# pc_fetch_sequencer

## config.mk

```make
export PLATFORM = sky130hd
export DESIGN_NAME = pc_fetch_sequencer
export DESIGN_NICKNAME = d
export VERILOG_FILES = /design/src/rtl/pc_fetch_sequencer.sv
export SDC_FILE = /design/constraint.sdc
export NUM_CORES = 1
export LEC_CHECK = 0
export ABC_AREA = 1
export CAP_MARGIN = 20
export CORE_UTILIZATION = 55
export DETAILED_ROUTE_END_ITERATION = 10
export PLACE_DENSITY = 0.95
export RECOVER_POWER = 50
export SYNTH_ARGS = -nofsm -noshare
export SYNTH_HDL_FRONTEND = slang
export SYNTH_SLANG_ARGS = --single-unit
```

## constraint.sdc

```tcl
create_clock -name CLK -period 5.4 [get_ports CLK]
set_input_delay 0.54 -clock CLK [delete_from_list [all_inputs] [get_ports CLK]]
set_output_delay 0.54 -clock CLK [all_outputs]
set_load 0.005 [all_outputs]
```

## src/rtl/pc_fetch_sequencer.sv

```systemverilog
// ---------------------------------------------------------------------------
// pc_fetch_sequencer
// Multicycle sequencer that owns the architectural PC of the LEGv8 datapath.
// Each instruction runs as: fetch handshake with instruction memory, an
// execute window for the datapath, then a PC update at retire (PC+PC_INC or
// the branch target). It counts retired instructions and taken branches
// (saturating) and stops in a terminal HALT state on request or when a
// misaligned PC is produced.
//
// Ports
//   CLK           in   single clock, rising edge
//   resetl        in   asynchronous active-low reset
//   startPC       in   PC loaded in the first cycle after reset release
//   imem_ack      in   instruction word valid for currentPC (FETCH only)
//   exec_done     in   datapath finished; branch inputs valid this cycle
//   Branch        in   conditional branch (CBZ)
//   Uncondbranch  in   unconditional branch (B)
//   ALUZero       in   ALU zero flag
//   SignExtImm64  in   sign-extended word offset (instruction units)
//   halt_req      in   stop at the next instruction boundary
//   currentPC     out  architectural PC
//   imem_req      out  fetch request for currentPC
//   exec_en       out  datapath may execute the fetched instruction
//   halted        out  sequencer is in HALT
//   misalign_err  out  sticky flag: a PC with [1:0] != 0 was produced
//   retired_cnt   out  retired instructions (saturating)
//   taken_cnt     out  taken branches (saturating)
// ---------------------------------------------------------------------------
module pc_fetch_sequencer #(
    parameter int          CNT_W  = 32,
    parameter int unsigned PC_INC = 4
) (
    input  logic             CLK,
    input  logic             resetl,
    input  logic [63:0]      startPC,
    input  logic             imem_ack,
    input  logic             exec_done,
    input  logic             Branch,
    input  logic             Uncondbranch,
    input  logic             ALUZero,
    input  logic [63:0]      SignExtImm64,
    input  logic             halt_req,
    output logic [63:0]      currentPC,
    output logic             imem_req,
    output logic             exec_en,
    output logic             halted,
    output logic             misalign_err,
    output logic [CNT_W-1:0] retired_cnt,
    output logic [CNT_W-1:0] taken_cnt
);

    typedef enum logic [1:0] {
        ST_LOAD  = 2'd0,
        ST_FETCH = 2'd1,
        ST_EXEC  = 2'd2,
        ST_HALT  = 2'd3
    } state_t;

    localparam logic [CNT_W-1:0] CNT_MAX = {CNT_W{1'b1}};
    localparam logic [CNT_W-1:0] CNT_ONE = CNT_W'(1);
    localparam logic [63:0]      PC_STEP = 64'(PC_INC);

    state_t           state_r;
    state_t           state_next_s;
    logic [63:0]      pc_r;
    logic [63:0]      pc_next_s;
    logic [63:0]      branch_off_s;
    logic [CNT_W-1:0] retired_r;
    logic [CNT_W-1:0] retired_next_s;
    logic [CNT_W-1:0] taken_r;
    logic [CNT_W-1:0] taken_next_s;
    logic             misalign_r;
    logic             misalign_next_s;
    logic             take_s;
    logic             imem_req_r;
    logic             exec_en_r;
    logic             halted_r;

    // Word offset to byte offset; the top two bits fall off (mod 2^64).
    assign branch_off_s = SignExtImm64 << 2'd2;

    // Next-state, next-PC, counter and error-flag computation.
    always_comb begin
        state_next_s    = state_r;
        pc_next_s       = pc_r;
        retired_next_s  = retired_r;
        taken_next_s    = taken_r;
        misalign_next_s = misalign_r;
        take_s          = 1'b0;
        case (state_r)
            ST_LOAD: begin
                pc_next_s = startPC;
                if (startPC[1:0] != 2'b00) begin
                    misalign_next_s = 1'b1;
                    state_next_s    = ST_HALT;
                end else if (halt_req) begin
                    state_next_s = ST_HALT;
                end else begin
                    state_next_s = ST_FETCH;
                end
            end
            ST_FETCH: begin
                if (imem_ack) begin
                    state_next_s = ST_EXEC;
                end else begin
                    state_next_s = ST_FETCH;
                end
            end
            ST_EXEC: begin
                if (exec_done) begin
                    // Branch inputs only matter in the retire cycle.
                    take_s = Uncondbranch | (Branch & ALUZero);
                    if (take_s) begin
                        pc_next_s = pc_r + branch_off_s;
                    end else begin
                        pc_next_s = pc_r + PC_STEP;
                    end
                    if (retired_r != CNT_MAX) begin
                        retired_next_s = retired_r + CNT_ONE;
                    end else begin
                        retired_next_s = retired_r;
                    end
                    if (take_s && (taken_r != CNT_MAX)) begin
                        taken_next_s = taken_r + CNT_ONE;
                    end else begin
                        taken_next_s = taken_r;
                    end
                    // The PC is still updated when it turns out misaligned.
                    if (pc_next_s[1:0] != 2'b00) begin
                        misalign_next_s = 1'b1;
                        state_next_s    = ST_HALT;
                    end else if (halt_req) begin
                        state_next_s = ST_HALT;
                    end else begin
                        state_next_s = ST_FETCH;
                    end
                end else begin
                    state_next_s = ST_EXEC;
                end
            end
            ST_HALT: begin
                state_next_s = ST_HALT;
            end
            default: begin
                state_next_s = ST_HALT;
            end
        endcase
    end

    // State, PC, counters and registered Moore outputs (decoded from next state
    // so they line up with the state they describe).
    always_ff @(posedge CLK or negedge resetl) begin
        if (!resetl) begin
            state_r    <= ST_LOAD;
            pc_r       <= 64'd0;
            retired_r  <= '0;
            taken_r    <= '0;
            misalign_r <= 1'b0;
            imem_req_r <= 1'b0;
            exec_en_r  <= 1'b0;
            halted_r   <= 1'b0;
        end else begin
            state_r    <= state_next_s;
            pc_r       <= pc_next_s;
            retired_r  <= retired_next_s;
            taken_r    <= taken_next_s;
            misalign_r <= misalign_next_s;
            imem_req_r <= (state_next_s == ST_FETCH);
            exec_en_r  <= (state_next_s == ST_EXEC);
            halted_r   <= (state_next_s == ST_HALT);
        end
    end

    assign currentPC    = pc_r;
    assign imem_req     = imem_req_r;
    assign exec_en      = exec_en_r;
    assign halted       = halted_r;
    assign misalign_err = misalign_r;
    assign retired_cnt  = retired_r;
    assign taken_cnt    = taken_r;

endmodule
```

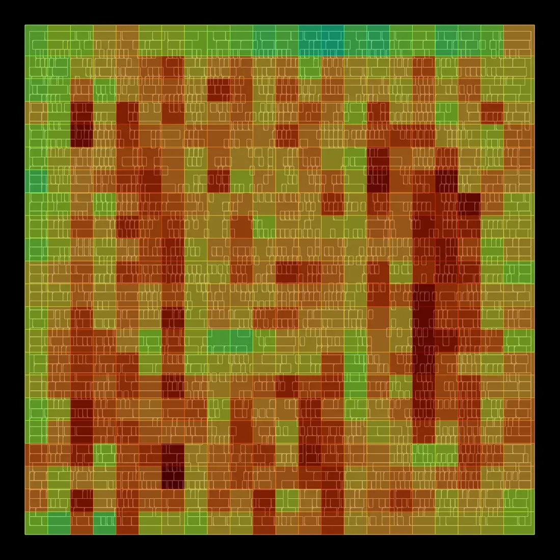
pc_fetch_sequencer: routing congestion
global routing's busiest layer: met2
met3 Use GR: 0.0661
routing usage on met1: 0.496

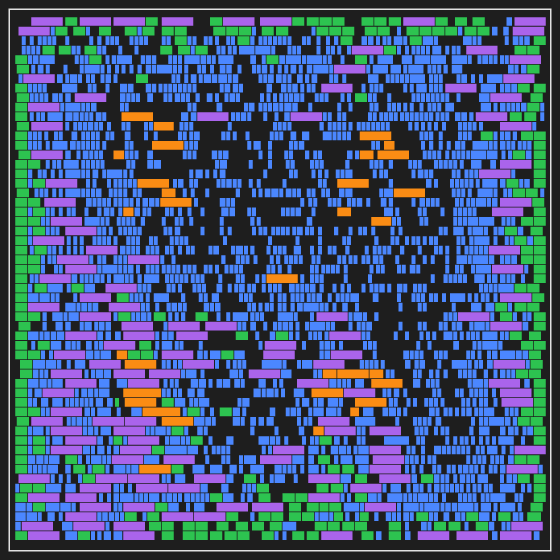
pc_fetch_sequencer: placement by cell class
[all other logic] blue | cells: 2012 | share of their area: 58%
[flops] purple | cells: 134 | share of their area: 21%
[clock drivers and dummy loads] orange | cells: 32 | share of their area: 3.9%
[other buffers and delay cells] green | cells: 270 | share of their area: 17%

==> impl_metrics.py <==
# Auto-generated metrics
metrics = {
    "synth": {
        "yosysWarnings": 0,
        "synth-seq-area-share": 0.263,
        "xor_share": 0.0598,
        "synthAoiAreaFrac": 0.0552,
        "topCellsByArea": "dfrtp_1 26%, nand2_1 24%, inv_1 12%, nor2_1 9.3%, ha_1 6.2%",
        "synthTopCellsByCount": "805 x nand2_1, 404 x inv_1, 316 x nor2_1, 134 x dfrtp_1, 92 x nand3_1",
        "ff_type": "dfrtp_1",
        "syn_nets": 2383,
        "async_flop_share": 1.00,
    },
    "worst_setup_path": {
        "start_kind": "input pin",
        "worst_setup_path_end_kind": "flop",
        "arrival_ns": 3.88,
        "slowest_delay_ns": 0.49,
        "crit_fanout": 32,
        "timing.reg2reg.setup_slack_ns": 2.48,
        "critPathCapture": "currentPC[46]",
        "rr_startpoint": "currentPC[2]",
        "timing.rr.end": "currentPC[46]",
        "crit_family": "simple AND/OR/NAND/NOR gates",
    },
    "placed_design": {
        "post-dp-hpwl_um": 36100,
        "port-buffer-count": 265,
        "place.gp.congestion": 1.01,
        "dpl_cell_area_sq_um": 15600,
        "pre_cts_slack_ns": 1.43,
    },
    "routing": {
        "dr.first_iter.drc_count": 1322,
        "viasPerCell": 5.27,
        "wl_met1_um": 19100,
        "met3WireLength_um": 3630,
        "ant_nets": 0,
    },
    "pwr": {
        "power_mw": 6.18,
        "power_density_nw_per_um2": 381,
        "p_seq_frac": 0.248,
        "irDropWorstVdd_mv": 0.269,
        "comb_power_share": 0.542,
        "p_int_mw": 3.29,
        "p_sw_frac": 0.467,
        "clockPowerShare": 0.210,
    },
    "cells_and_area": {
        "regArea_sq_um": 3350,
        "largest_reg_flops": 64,
        "comb_area_sq_um": 7660,
        "seq_area_frac": 0.207,
        "finalNonFillerCells": 2733,
        "final-nonclk-buf-share": 0.166,
        "post-route-cell-area_sq_um": 16200,
        "area_dominant_class": "combinational gates",
        "comb_share": 0.472,
        "n_antenna_cell": 0,
        "clock_buffers": 17,
        "logic_gate_count": 1603,
        "inv_count": 409,
        "flops": 134,
        "finalCoreUtilization": 0.714,
        "final-clk-cell-share": 0.0386,
    },
    "sta": {
        "drv_slew": 46,
        "layout_setup_ws_ns": 1.85,
        "fin_tns_setup_ns": 0,
        "rsz0062_at_grt": "false",
    },
    "outcome": {
        "outcome": "complete, but fails checks",
        "violations": "capacitance limit, slew limit",
    },
    "clocking": {
        "clock_path_buffers": 2,
        "clk_latency_ns": 0.44,
        "cts_tree": "yes",
    },
    "die": {
        "die_area_sq_um": 23800,
        "tapCellCount": 285,
        "die_h_um": 154,
        "core_area_sq_um": 22700,
    },
    "global_route": {
        "met2_usage": 0.652,
        "grt_first_pass_wirelength_um": 71400,
        "grt-ovfl-total": 0,
    },
    "job": {
        "drv_cap": 1,
    },
}
[power groups by stage]
stage / Clock [mW] / Sequential (mW) / Combinational, mW
6_report: 1.30 / 1.53 / 3.35
5_1_grt: 1.35 / 1.57 / 3.73
4_1_cts: 1.30 / 1.54 / 3.38
3_5_place_dp: 0 / 1.55 / 3.36
3_3_place_gp: 0 / 1.53 / 3.28
2_1_floorplan: 0 / 1.52 / 2.00
[cells in the final DEF (no fill, tap or decap), types with 6 or more instances in the layout]
| cell type | synthesis | final |
|---|---|---|
| o21ai_0 | 70 | 70 |
| nor2_4 | 5 | 6 |
| dlygate4sd3_1 | 0 | 58 |
| nand2_1 | 805 | 805 |
| o21bai_1 | 7 | 7 |
| xnor2_1 | 31 | 31 |
| a21oi_1 | 45 | 45 |
| clkdlybuf4s50_1 | 0 | 206 |
| nor2_1 | 316 | 317 |
| xor2_1 | 56 | 56 |
| clkbuf_16 | 0 | 17 |
| nor4_1 | 7 | 7 |
| nor3_1 | 26 | 26 |
| and2_1 | 6 | 6 |
| dfrtp_1 | 134 | 134 |
| ha_1 | 63 | 63 |
| nand3_1 | 92 | 92 |
| nand4_1 | 33 | 33 |
| inv_1 | 404 | 406 |

# unscript_data_sender

==> src/rtl/unscript_data_sender.sv <==
`default_nettype none
// +--------------------------------------------------------------------------+
// | Module : unscript_data_sender                                            |
// | Desc   : Packs 4 command bits as {2'b00,cmd,2'b01} and sends them 8N1,   |
// |          LSB first. Define UNSCRIPT_HEARTBEAT_EN for a periodic resend.  |
// | Rev    : 1.0                                                             |
// +--------------------------------------------------------------------------+
module unscript_data_sender #(
   parameter int CLK_FREQ         = 100_000_000,
   parameter int BAUD             = 9600,
   parameter int HEARTBEAT_CYCLES = 50_000_000
) (
   input  logic       clk,
   input  logic       rst,
   input  logic       mode_unscript,
   input  logic [3:0] cmd_in,
   input  logic       send_req,
   output logic       uart_tx,
   output logic       busy,
   output logic       frame_sent,
   output logic [7:0] last_frame
);

   localparam int CLKS_PER_BIT = CLK_FREQ / BAUD;
   localparam int BAUD_W       = (CLKS_PER_BIT > 1) ? $clog2(CLKS_PER_BIT) : 1;
   localparam logic [BAUD_W-1:0] BAUD_LAST = BAUD_W'(CLKS_PER_BIT - 1);
   localparam logic [BAUD_W-1:0] BAUD_PRE  = BAUD_W'(CLKS_PER_BIT - 2);

   typedef enum logic [1:0] {
      S_IDLE  = 2'd0,
      S_START = 2'd1,
      S_DATA  = 2'd2,
      S_STOP  = 2'd3
   } state_t;

   state_t            state_q;
   logic [BAUD_W-1:0] baud_q;
   logic [2:0]        bit_q;
   logic [7:0]        shift_q;
   logic              tx_q;
   logic              busy_q;
   logic              sent_q;
   logic [7:0]        last_frame_q;
   logic [3:0]        last_cmd_q;
   logic              pending_q;
   logic              pending_d;
   logic [3:0]        sync1_q;
   logic [3:0]        cmd_s_q;

   logic              w_launch;
   logic              w_baud_end;
   logic              w_hb_fire;

`ifdef UNSCRIPT_HEARTBEAT_EN
   localparam int HB_W = (HEARTBEAT_CYCLES > 1) ? $clog2(HEARTBEAT_CYCLES) : 1;
   localparam logic [HB_W-1:0] HB_LAST = HB_W'(HEARTBEAT_CYCLES - 1);

   logic [HB_W-1:0] hb_cnt_q;

   assign w_hb_fire = mode_unscript && (hb_cnt_q == HB_LAST);

   // Free-running only while the link is active; held at zero otherwise.
   always_ff @(posedge clk) begin
      if (rst || !mode_unscript) begin
         hb_cnt_q <= '0;
      end else if (hb_cnt_q == HB_LAST) begin
         hb_cnt_q <= '0;
      end else begin
         hb_cnt_q <= hb_cnt_q + HB_W'(1);
      end
   end
`else
   logic w_unused_hb;

   assign w_hb_fire   = 1'b0;
   assign w_unused_hb = (HEARTBEAT_CYCLES != 0);
`endif

   always_comb begin
      w_launch   = (state_q == S_IDLE) && pending_q && mode_unscript;
      w_baud_end = (baud_q == BAUD_LAST);
      pending_d  = pending_q | (cmd_s_q != last_cmd_q) | send_req | w_hb_fire;
      // A launch consumes every request seen in the same cycle.
      if (w_launch) begin
         pending_d = 1'b0;
      end
   end

   always_ff @(posedge clk) begin
      if (rst) begin
         state_q      <= S_IDLE;
         baud_q       <= '0;
         bit_q        <= 3'd0;
         shift_q      <= 8'h00;
         tx_q         <= 1'b1;
         busy_q       <= 1'b0;
         sent_q       <= 1'b0;
         last_frame_q <= 8'h00;
         last_cmd_q   <= 4'h0;
         pending_q    <= 1'b0;
         sync1_q      <= 4'h0;
         cmd_s_q      <= 4'h0;
      end else begin
         sync1_q   <= cmd_in;
         cmd_s_q   <= sync1_q;
         pending_q <= pending_d;
         sent_q    <= 1'b0;
         case (state_q)
            S_IDLE: begin
               if (w_launch) begin
                  shift_q      <= {2'b00, cmd_s_q, 2'b01};
                  last_frame_q <= {2'b00, cmd_s_q, 2'b01};
                  last_cmd_q   <= cmd_s_q;
                  tx_q         <= 1'b0;
                  busy_q       <= 1'b1;
                  baud_q       <= '0;
                  bit_q        <= 3'd0;
                  state_q      <= S_START;
               end
            end
            S_START: begin
               if (w_baud_end) begin
                  baud_q  <= '0;
                  tx_q    <= shift_q[0];
                  shift_q <= {1'b0, shift_q[7:1]};
                  state_q <= S_DATA;
               end else begin
                  baud_q <= baud_q + BAUD_W'(1);
               end
            end
            S_DATA: begin
               if (w_baud_end) begin
                  baud_q <= '0;
                  if (bit_q == 3'd7) begin
                     bit_q   <= 3'd0;
                     tx_q    <= 1'b1;
                     state_q <= S_STOP;
                  end else begin
                     bit_q   <= bit_q + 3'd1;
                     tx_q    <= shift_q[0];
                     shift_q <= {1'b0, shift_q[7:1]};
                  end
               end else begin
                  baud_q <= baud_q + BAUD_W'(1);
               end
            end
            S_STOP: begin
               // Registered pulse lands on the final stop-bit cycle.
               if (baud_q == BAUD_PRE) begin
                  sent_q <= 1'b1;
               end
               if (w_baud_end) begin
                  baud_q  <= '0;
                  busy_q  <= 1'b0;
                  state_q <= S_IDLE;
               end else begin
                  baud_q <= baud_q + BAUD_W'(1);
               end
            end
            default: begin
               state_q <= S_IDLE;
            end
         endcase
      end
   end

   assign uart_tx    = tx_q;
   assign busy       = busy_q;
   assign frame_sent = sent_q;
   assign last_frame = last_frame_q;

endmodule
`default_nettype wire

==> config.mk <==
export PLATFORM = sky130hd
export DESIGN_NAME = unscript_data_sender
export DESIGN_NICKNAME = d
export VERILOG_FILES = /design/src/rtl/unscript_data_sender.sv
export SDC_FILE = /design/constraint.sdc
export NUM_CORES = 1
export LEC_CHECK = 0
export CAP_MARGIN = 20
export CORE_UTILIZATION = 35
export CTS_CLUSTER_SIZE = 14
export DETAILED_ROUTE_END_ITERATION = 16
export SLEW_MARGIN = 20
export SYNTH_ARGS = -nofsm -noshare
export SYNTH_HDL_FRONTEND = slang
export SYNTH_SLANG_ARGS = --single-unit
==> constraint.sdc <==
create_clock -name clk -period 2.25 [get_ports clk]
set_input_delay 0.675 -clock clk [delete_from_list [all_inputs] [get_ports clk]]
set_output_delay 0.675 -clock clk [all_outputs]
set_load 0.05 [all_outputs]
==> impl_metrics.py <==
# Auto-generated metrics
metrics = {
    "worst_setup_path": {
        "crit_chain": "clkdlybuf4s50_1",
        "timing.rr.end": "shift_q[1]",
        "timing.reg2reg.setup_slack_ns": 0.21,
        "worst_setup_path_end_kind": "output pin",
        "slowest_delay_ns": 0.82,
        "crit_slowest_cell": "clkdlybuf4s50_1",
        "crit_fanout": 4,
        "critPathCapture": "last_frame[3]",
        "required_ns": 1.57,
        "arrival_ns": 1.51,
    },
    "synth": {
        "yosysWarnings": 0,
        "netlist_instances": 250,
        "synthAoiAreaFrac": 0.174,
        "synth-edff-count": 0,
        "simple_gate_share": 0.266,
        "ys_area_sq_um": 2130,
        "numSynthFlops": 42,
        "synth-seq-area-share": 0.395,
        "syn_area_sq_um": 2130,
    },
    "cells_and_area": {
        "final-nonclk-buf-share": 0.102,
        "regArea_sq_um": 841,
        "final_cell_mix": "42 x dfxtp_1, 30 x nand2_1, 15 x nand3_1, 15 x clkdlybuf4s50_1, 14 x buf_4",
        "fillers": 608,
        "finalNonFillerCells": 346,
        "area_dominant_class": "combinational gates",
        "comb_share": 0.462,
    },
    "routing": {
        "wl_per_cell_um": 13.5,
        "viasPerCell": 5.22,
    },
    "global_route": {
        "grt_first_pass_wirelength_um": 7670,
        "grt-ovfl-total": 0,
        "grt_max_degree": 20,
        "grt_busiest_layer": "met2",
    },
    "job": {
        "drv_cap": 0,
        "warning_count": 30,
    },
    "placed_design": {
        "post-place-cells": 339,
        "port-buffer-count": 15,
        "post-dp-hpwl_um": 3340,
        "dpl_cell_area_sq_um": 2400,
    },
    "die": {
        "core_area_sq_um": 5890,
        "die_h_um": 80.0,
        "die_area_sq_um": 6390,
        "tapCellCount": 75,
    },
    "sta": {
        "hold_viol": 0,
        "max_freq_mhz": 458,
        "final-setup-viol-count": 0,
        "period_minus_slack_ns": 2.18,
        "rsz0062_at_grt": "false",
    },
    "pwr": {
        "leakagePower_nw": 0.987,
        "powerComb_uw": 413,
        "p_seq_uw": 816,
        "power_mw": 1.84,
    },
    "min_path": {
        "holdPathStages": 1,
    },
    "outcome": {
        "outcome": "completed",
    },
    "clocking": {
        "cts_sinks": 42,
        "cts.clk_slew.worst_paths_ns": 0.08,
        "hold_buffers": 0,
        "ctsHtreeMaxLevel": 2,
    },
}
## worst min-delay path by stage
| stage | from | end | slack [ns] |
|---|---|---|---|
| floorplan | sync1_q[0] | cmd_s_q[0] | 0.41 |
| global placement | sync1_q[1] | cmd_s_q[1] | 0.41 |
| detailed placement | sync1_q[0] | cmd_s_q[0] | 0.42 |
| CTS | sync1_q[0] | cmd_s_q[0] | 0.44 |
| global route | sync1_q[2] | cmd_s_q[2] | 0.46 |
| finish | sync1_q[0] | cmd_s_q[0] | 0.44 |
## per-stage QoR
| stage | setup slack, ns | hold WS, ns | utilization |
|---|---|---|---|
| floorplan | 0.395 | 0.414 | - |
| global route | 0.0174 | 0.457 | 0.427 |
| global placement | 0.0466 | 0.414 | 0.408 |
| CTS | 0.0557 | 0.442 | 0.427 |
| detailed placement | 0.0222 | 0.422 | 0.408 |
| finish | 0.0671 | 0.437 | 0.427 |
## state kept, by name (all words and copies together), names as in the netlist, 2 cells and up
register,flops
cmd_s_q,4
shift_q,6
sync1_q,4
last_frame,2
baud_q,14
state_q,2
last_cmd_q,3
bit_q,3
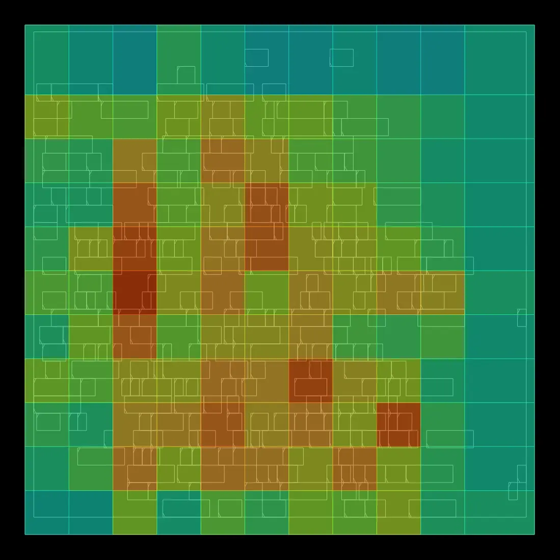
unscript_data_sender: routing congestion
routing usage on met1: 0.208
met3 Use GR: 0.0343
Total GRT Usage: 0.155
met2 Resource Use GR: 0.243
Core Util, Final: 0.427

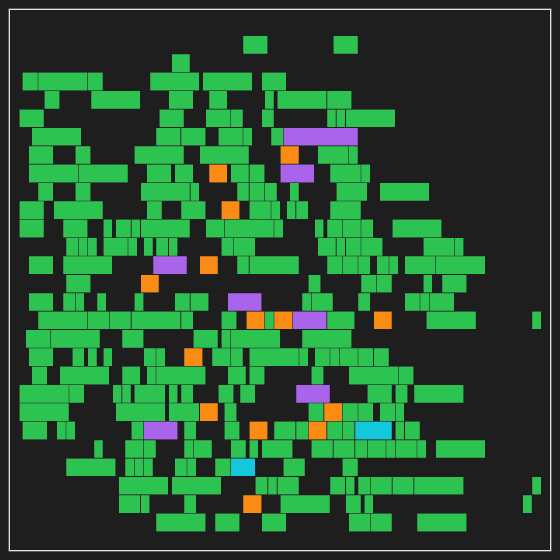
unscript_data_sender: cell sizes after repair
[drive 2] cyan | cells: 2
[drive 3 to 4] orange | cells: 14
[drive 6 and up] purple | cells: 7
[drive 1 or less] green | cells: 248


# uart_tx_arbiter

[config.mk]
export PLATFORM = sky130hd
export DESIGN_NAME = uart_tx_arbiter
export DESIGN_NICKNAME = d
export VERILOG_FILES = /design/src/rtl/uart_tx_arbiter.sv
export SDC_FILE = /design/constraint.sdc
export NUM_CORES = 1
export LEC_CHECK = 0
export CORE_MARGIN = 2
export CORE_UTILIZATION = 32
export DETAILED_ROUTE_END_ITERATION = 10
export GPL_TIMING_DRIVEN = 0
export PLACE_DENSITY_LB_ADDON = 0.08
export SLEW_MARGIN = 10
export SYNTH_ARGS = -nofsm -noshare
export SYNTH_HDL_FRONTEND = slang
export SYNTH_SLANG_ARGS = --single-unit
[constraint.sdc]
create_clock -name CLK_i -period 1.8 [get_ports CLK_i]
set_clock_uncertainty 0.2 [all_clocks]
set_input_delay 0.36 -clock CLK_i [delete_from_list [all_inputs] [get_ports CLK_i]]
set_output_delay 0.36 -clock CLK_i [all_outputs]
set_load 0.01 [all_outputs]
[src/rtl/uart_tx_arbiter.sv]
// Round-robin, packet-atomic sharing of one UART transmitter among N_REQ byte streams.
// Optional feature macro UART_ARB_TAG_EN: each new grant first sends a tag byte {4'hA, owner}.
module uart_tx_arbiter #(
  parameter int unsigned N_REQ         = 4,
  parameter int unsigned START_TIMEOUT = 15
) (
  input  logic               CLK_i,
  input  logic               RST_i,
  input  logic [N_REQ-1:0]   REQ_VALID_i,
  input  logic [8*N_REQ-1:0] REQ_DATA_i,
  input  logic [N_REQ-1:0]   REQ_LAST_i,
  output logic [N_REQ-1:0]   REQ_READY_o,
  output logic [N_REQ-1:0]   GRANT_o,
  output logic               UART_TRANSMIT_o,
  output logic [7:0]         UART_TX_BYTE_o,
  input  logic               UART_IS_TRANSMITTING_i,
  output logic               BUSY_o,
  output logic               ERR_o
);

  localparam int unsigned IDX_W = $clog2(N_REQ);
  localparam int unsigned SUM_W = IDX_W + 1;
  localparam int unsigned CNT_W = 8;

  localparam logic [2:0] S_IDLE       = 3'd0;
  localparam logic [2:0] S_ISSUE      = 3'd1;
  localparam logic [2:0] S_PULSE      = 3'd2;
  localparam logic [2:0] S_WAIT_START = 3'd3;
  localparam logic [2:0] S_WAIT_END   = 3'd4;
`ifdef UART_ARB_TAG_EN
  localparam logic [2:0] S_TAG        = 3'd5;
`endif

  logic [2:0]       state_q,    state_d;
  logic [N_REQ-1:0] grant_q,    grant_d;
  logic [IDX_W-1:0] owner_q,    owner_d;
  logic [IDX_W-1:0] rr_ptr_q,   rr_ptr_d;
  logic [7:0]       tx_byte_q,  tx_byte_d;
  logic             transmit_q, transmit_d;
  logic             last_q,     last_d;
  logic [CNT_W-1:0] cnt_q,      cnt_d;
  logic             err_q,      err_d;
  logic             busy_q,     busy_d;

  logic             win_found;
  logic [IDX_W-1:0] win_idx;
  logic [SUM_W-1:0] scan_sum;
  logic [IDX_W-1:0] scan_idx;
  logic             accept;
  logic             byte_done;

  // Only the owner can be accepted, and only while the FSM waits for its next byte.
  assign accept      = (state_q == S_ISSUE) && REQ_VALID_i[owner_q];
  assign REQ_READY_o = accept ? grant_q : '0;

  // First valid requester at or after rr_ptr, wrapping modulo N_REQ.
  always_comb begin
    win_found = 1'b0;
    win_idx   = '0;
    scan_sum  = '0;
    scan_idx  = '0;
    for (int unsigned i = 0; i < N_REQ; i++) begin
      scan_sum = {1'b0, rr_ptr_q} + SUM_W'(i);
      scan_idx = (scan_sum >= SUM_W'(N_REQ)) ? IDX_W'(scan_sum - SUM_W'(N_REQ))
                                             : IDX_W'(scan_sum);
      if (!win_found && REQ_VALID_i[scan_idx]) begin
        win_found = 1'b1;
        win_idx   = scan_idx;
      end
    end
  end

  // Next-state and datapath decisions.
  always_comb begin
    state_d   = state_q;
    grant_d   = grant_q;
    owner_d   = owner_q;
    rr_ptr_d  = rr_ptr_q;
    tx_byte_d = tx_byte_q;
    last_d    = last_q;
    cnt_d     = cnt_q;
    err_d     = err_q;
    byte_done = 1'b0;

    case (state_q)
      S_IDLE: begin
        if (win_found) begin
          grant_d          = '0;
          grant_d[win_idx] = 1'b1;
          owner_d          = win_idx;
`ifdef UART_ARB_TAG_EN
          state_d          = S_TAG;
`else
          state_d          = S_ISSUE;
`endif
        end
      end
`ifdef UART_ARB_TAG_EN
      S_TAG: begin
        tx_byte_d = {4'hA, 4'(owner_q)};
        last_d    = 1'b0;
        state_d   = S_PULSE;
      end
`endif
      S_ISSUE: begin
        if (accept) begin
          tx_byte_d = REQ_DATA_i[{owner_q, 3'b000} +: 8];
          last_d    = REQ_LAST_i[owner_q];
          state_d   = S_PULSE;
        end
      end
      S_PULSE: begin
        cnt_d   = '0;
        state_d = S_WAIT_START;
      end
      S_WAIT_START: begin
        if (UART_IS_TRANSMITTING_i) begin
          state_d = S_WAIT_END;
        end else if (cnt_q == CNT_W'(START_TIMEOUT - 1)) begin
          // UART never started: flag it and carry on as if the byte went out.
          err_d     = 1'b1;
          byte_done = 1'b1;
        end else begin
          cnt_d = cnt_q + CNT_W'(1);
        end
      end
      S_WAIT_END: begin
        if (!UART_IS_TRANSMITTING_i) begin
          byte_done = 1'b1;
        end
      end
      default: state_d = S_IDLE;
    endcase

    if (byte_done) begin
      if (last_q) begin
        grant_d  = '0;
        rr_ptr_d = (owner_q == IDX_W'(N_REQ - 1)) ? '0 : owner_q + IDX_W'(1);
        state_d  = S_IDLE;
      end else begin
        state_d  = S_ISSUE;
      end
    end

    transmit_d = (state_d == S_PULSE);
    busy_d     = (state_d != S_IDLE);
  end

  always_ff @(posedge CLK_i or posedge RST_i) begin
    if (RST_i) begin
      state_q    <= S_IDLE;
      grant_q    <= '0;
      owner_q    <= '0;
      rr_ptr_q   <= '0;
      tx_byte_q  <= 8'h00;
      transmit_q <= 1'b0;
      last_q     <= 1'b0;
      cnt_q      <= '0;
      err_q      <= 1'b0;
      busy_q     <= 1'b0;
    end else begin
      state_q    <= state_d;
      grant_q    <= grant_d;
      owner_q    <= owner_d;
      rr_ptr_q   <= rr_ptr_d;
      tx_byte_q  <= tx_byte_d;
      transmit_q <= transmit_d;
      last_q     <= last_d;
      cnt_q      <= cnt_d;
      err_q      <= err_d;
      busy_q     <= busy_d;
    end
  end

  assign GRANT_o         = grant_q;
  assign UART_TRANSMIT_o = transmit_q;
  assign UART_TX_BYTE_o  = tx_byte_q;
  assign BUSY_o          = busy_q;
  assign ERR_o           = err_q;

endmodule

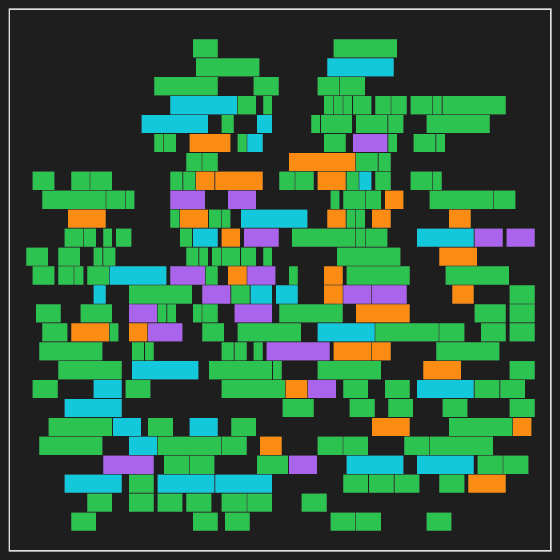
uart_tx_arbiter: cell sizes after repair
[drive 6 and up] purple | cells: 18
[drive 1 or less] green | cells: 164
[drive 3 to 4] orange | cells: 28
[drive 2] cyan | cells: 26

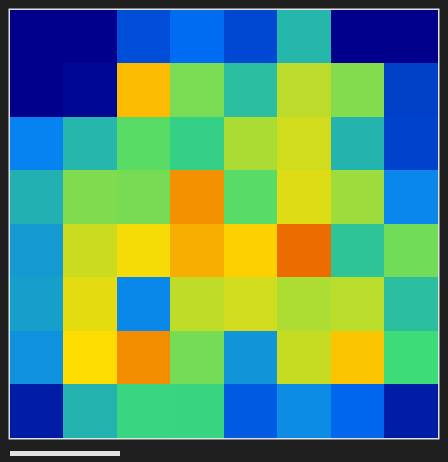
uart_tx_arbiter: cell density map
The bar under the picture is 20 um long. The die is cut into 8 by 8 equal tiles; dark blue is low, red is high, 0 to 100% covered.
nearly empty tiles: 9.4%
fullest tile: 88%
tiles over 75% full: 11%

==> impl_metrics.py <==
# Auto-generated metrics
metrics = {
    "routing": {
        "drcViolationCount": 0,
        "firstDrtPassIters": 4,
    },
    "global_route": {
        "grt_first_pass_wirelength_um": 7650,
        "grt_antenna_before_repair": 0,
    },
    "cells_and_area": {
        "drive_gt1_frac": 0.305,
        "post-route-cell-area_sq_um": 2800,
        "seq_area_frac": 0.280,
        "comb_share": 0.355,
    },
    "die": {
        "fp.dieW_um": 77.6,
        "pin_count": 62,
        "tapCellCount": 70,
    },
    "synth": {
        "numSynthFlops": 31,
        "topCellsByArea": "dfrtp_1 45%, mux4_2 13%, mux2_1 4.5%, nor2_1 3.5%, a21oi_1 2.6%",
        "syn_area_sq_um": 1730,
    },
    "outcome": {
        "outcome": "complete, but fails checks",
        "violations": "setup timing",
    },
    "worst_setup_path": {
        "critPathCapture": "REQ_READY_o[3]",
        "timing.reg2reg.setup_slack_ns": -0.23,
    },
    "job": {
        "warning_count": 30,
    },
    "clocking": {
        "cts_tree": "yes",
        "cts.clk_slew.worst_paths_ns": 0.07,
    },
    "pwr": {
        "p_seq_mw": 1.18,
        "comb_power_share": 0.527,
        "irDropWorstVdd_mv": 0.631,
        "clockPowerShare": 0.153,
    },
    "sta": {
        "holdWs_ns": 0.259,
        "final-setup-viol-count": 22,
        "layout_setup_ws_ns": -0.476,
        "hold_viol": 0,
    },
    "placed_design": {
        "post-dp-hpwl_um": 3370,
        "post-place-cells": 285,
    },
    "min_path": {
        "holdPathStages": 1,
    },
}
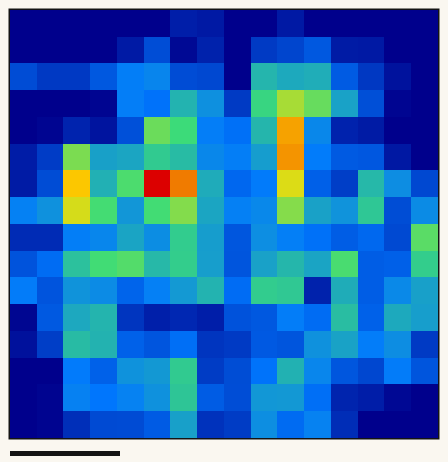
uart_tx_arbiter: wire density map
The bar under the picture is 20 um long. The die is cut into 16 by 16 equal tiles; dark blue is low, red is high, scaled to the fullest tile. Values are wire area over tile area, all layers added.
mean over tiles: 0.12
fullest tile: 0.52
densest ninth of the die: middle
tiles over half the peak: 7.8%
nearly empty tiles: 18%
emptiest ninth of the die: top left

## routing by layer
layer  part of all wire  vias up  GRT usage  wire, um
met5                  0        -          0         0
met3              0.038        9     0.0360       178
met4              0.013        0     0.0518        62
met1               0.42      751      0.202      1970
li1                   -      721          -         -
met2               0.53       39      0.287      2450
## cell usage after synthesis, types with 3 or more instances
master and number:
mux4_2 10, dfrtp_1 31, buf_2 3, nand3_1 4
o21ai_0 6, xor2_1 4, inv_1 8, mux2_2 4
nand3b_1 3, nand4_1 3, mux2_1 7, nor2_1 16
ha_1 3, a21oi_1 9, nand2_1 10, and2_1 6
## worst max-delay path, delay by kind of cell, from the launching register on
family	cells	cell delay, ns
muxes	1	0.51
DFF	1	0.38
and+or+nand+nor	3	0.31
buffers and inverters	2	0.24
## kinds of logic after synthesis
| logic type | share of synthesized area |
|---|---|
| xor gates and xnor gates | 0.0303 |
| and+or+nand+nor | 0.177 |
| DFF | 0.448 |
| adders and majority gates | 0.0217 |
| buffers and inverters | 0.0325 |
| AOI/OAI and AO/OA | 0.0895 |
| muxes | 0.201 |

Power figures rest on the tool's default switching activity, not on a simulated workload.
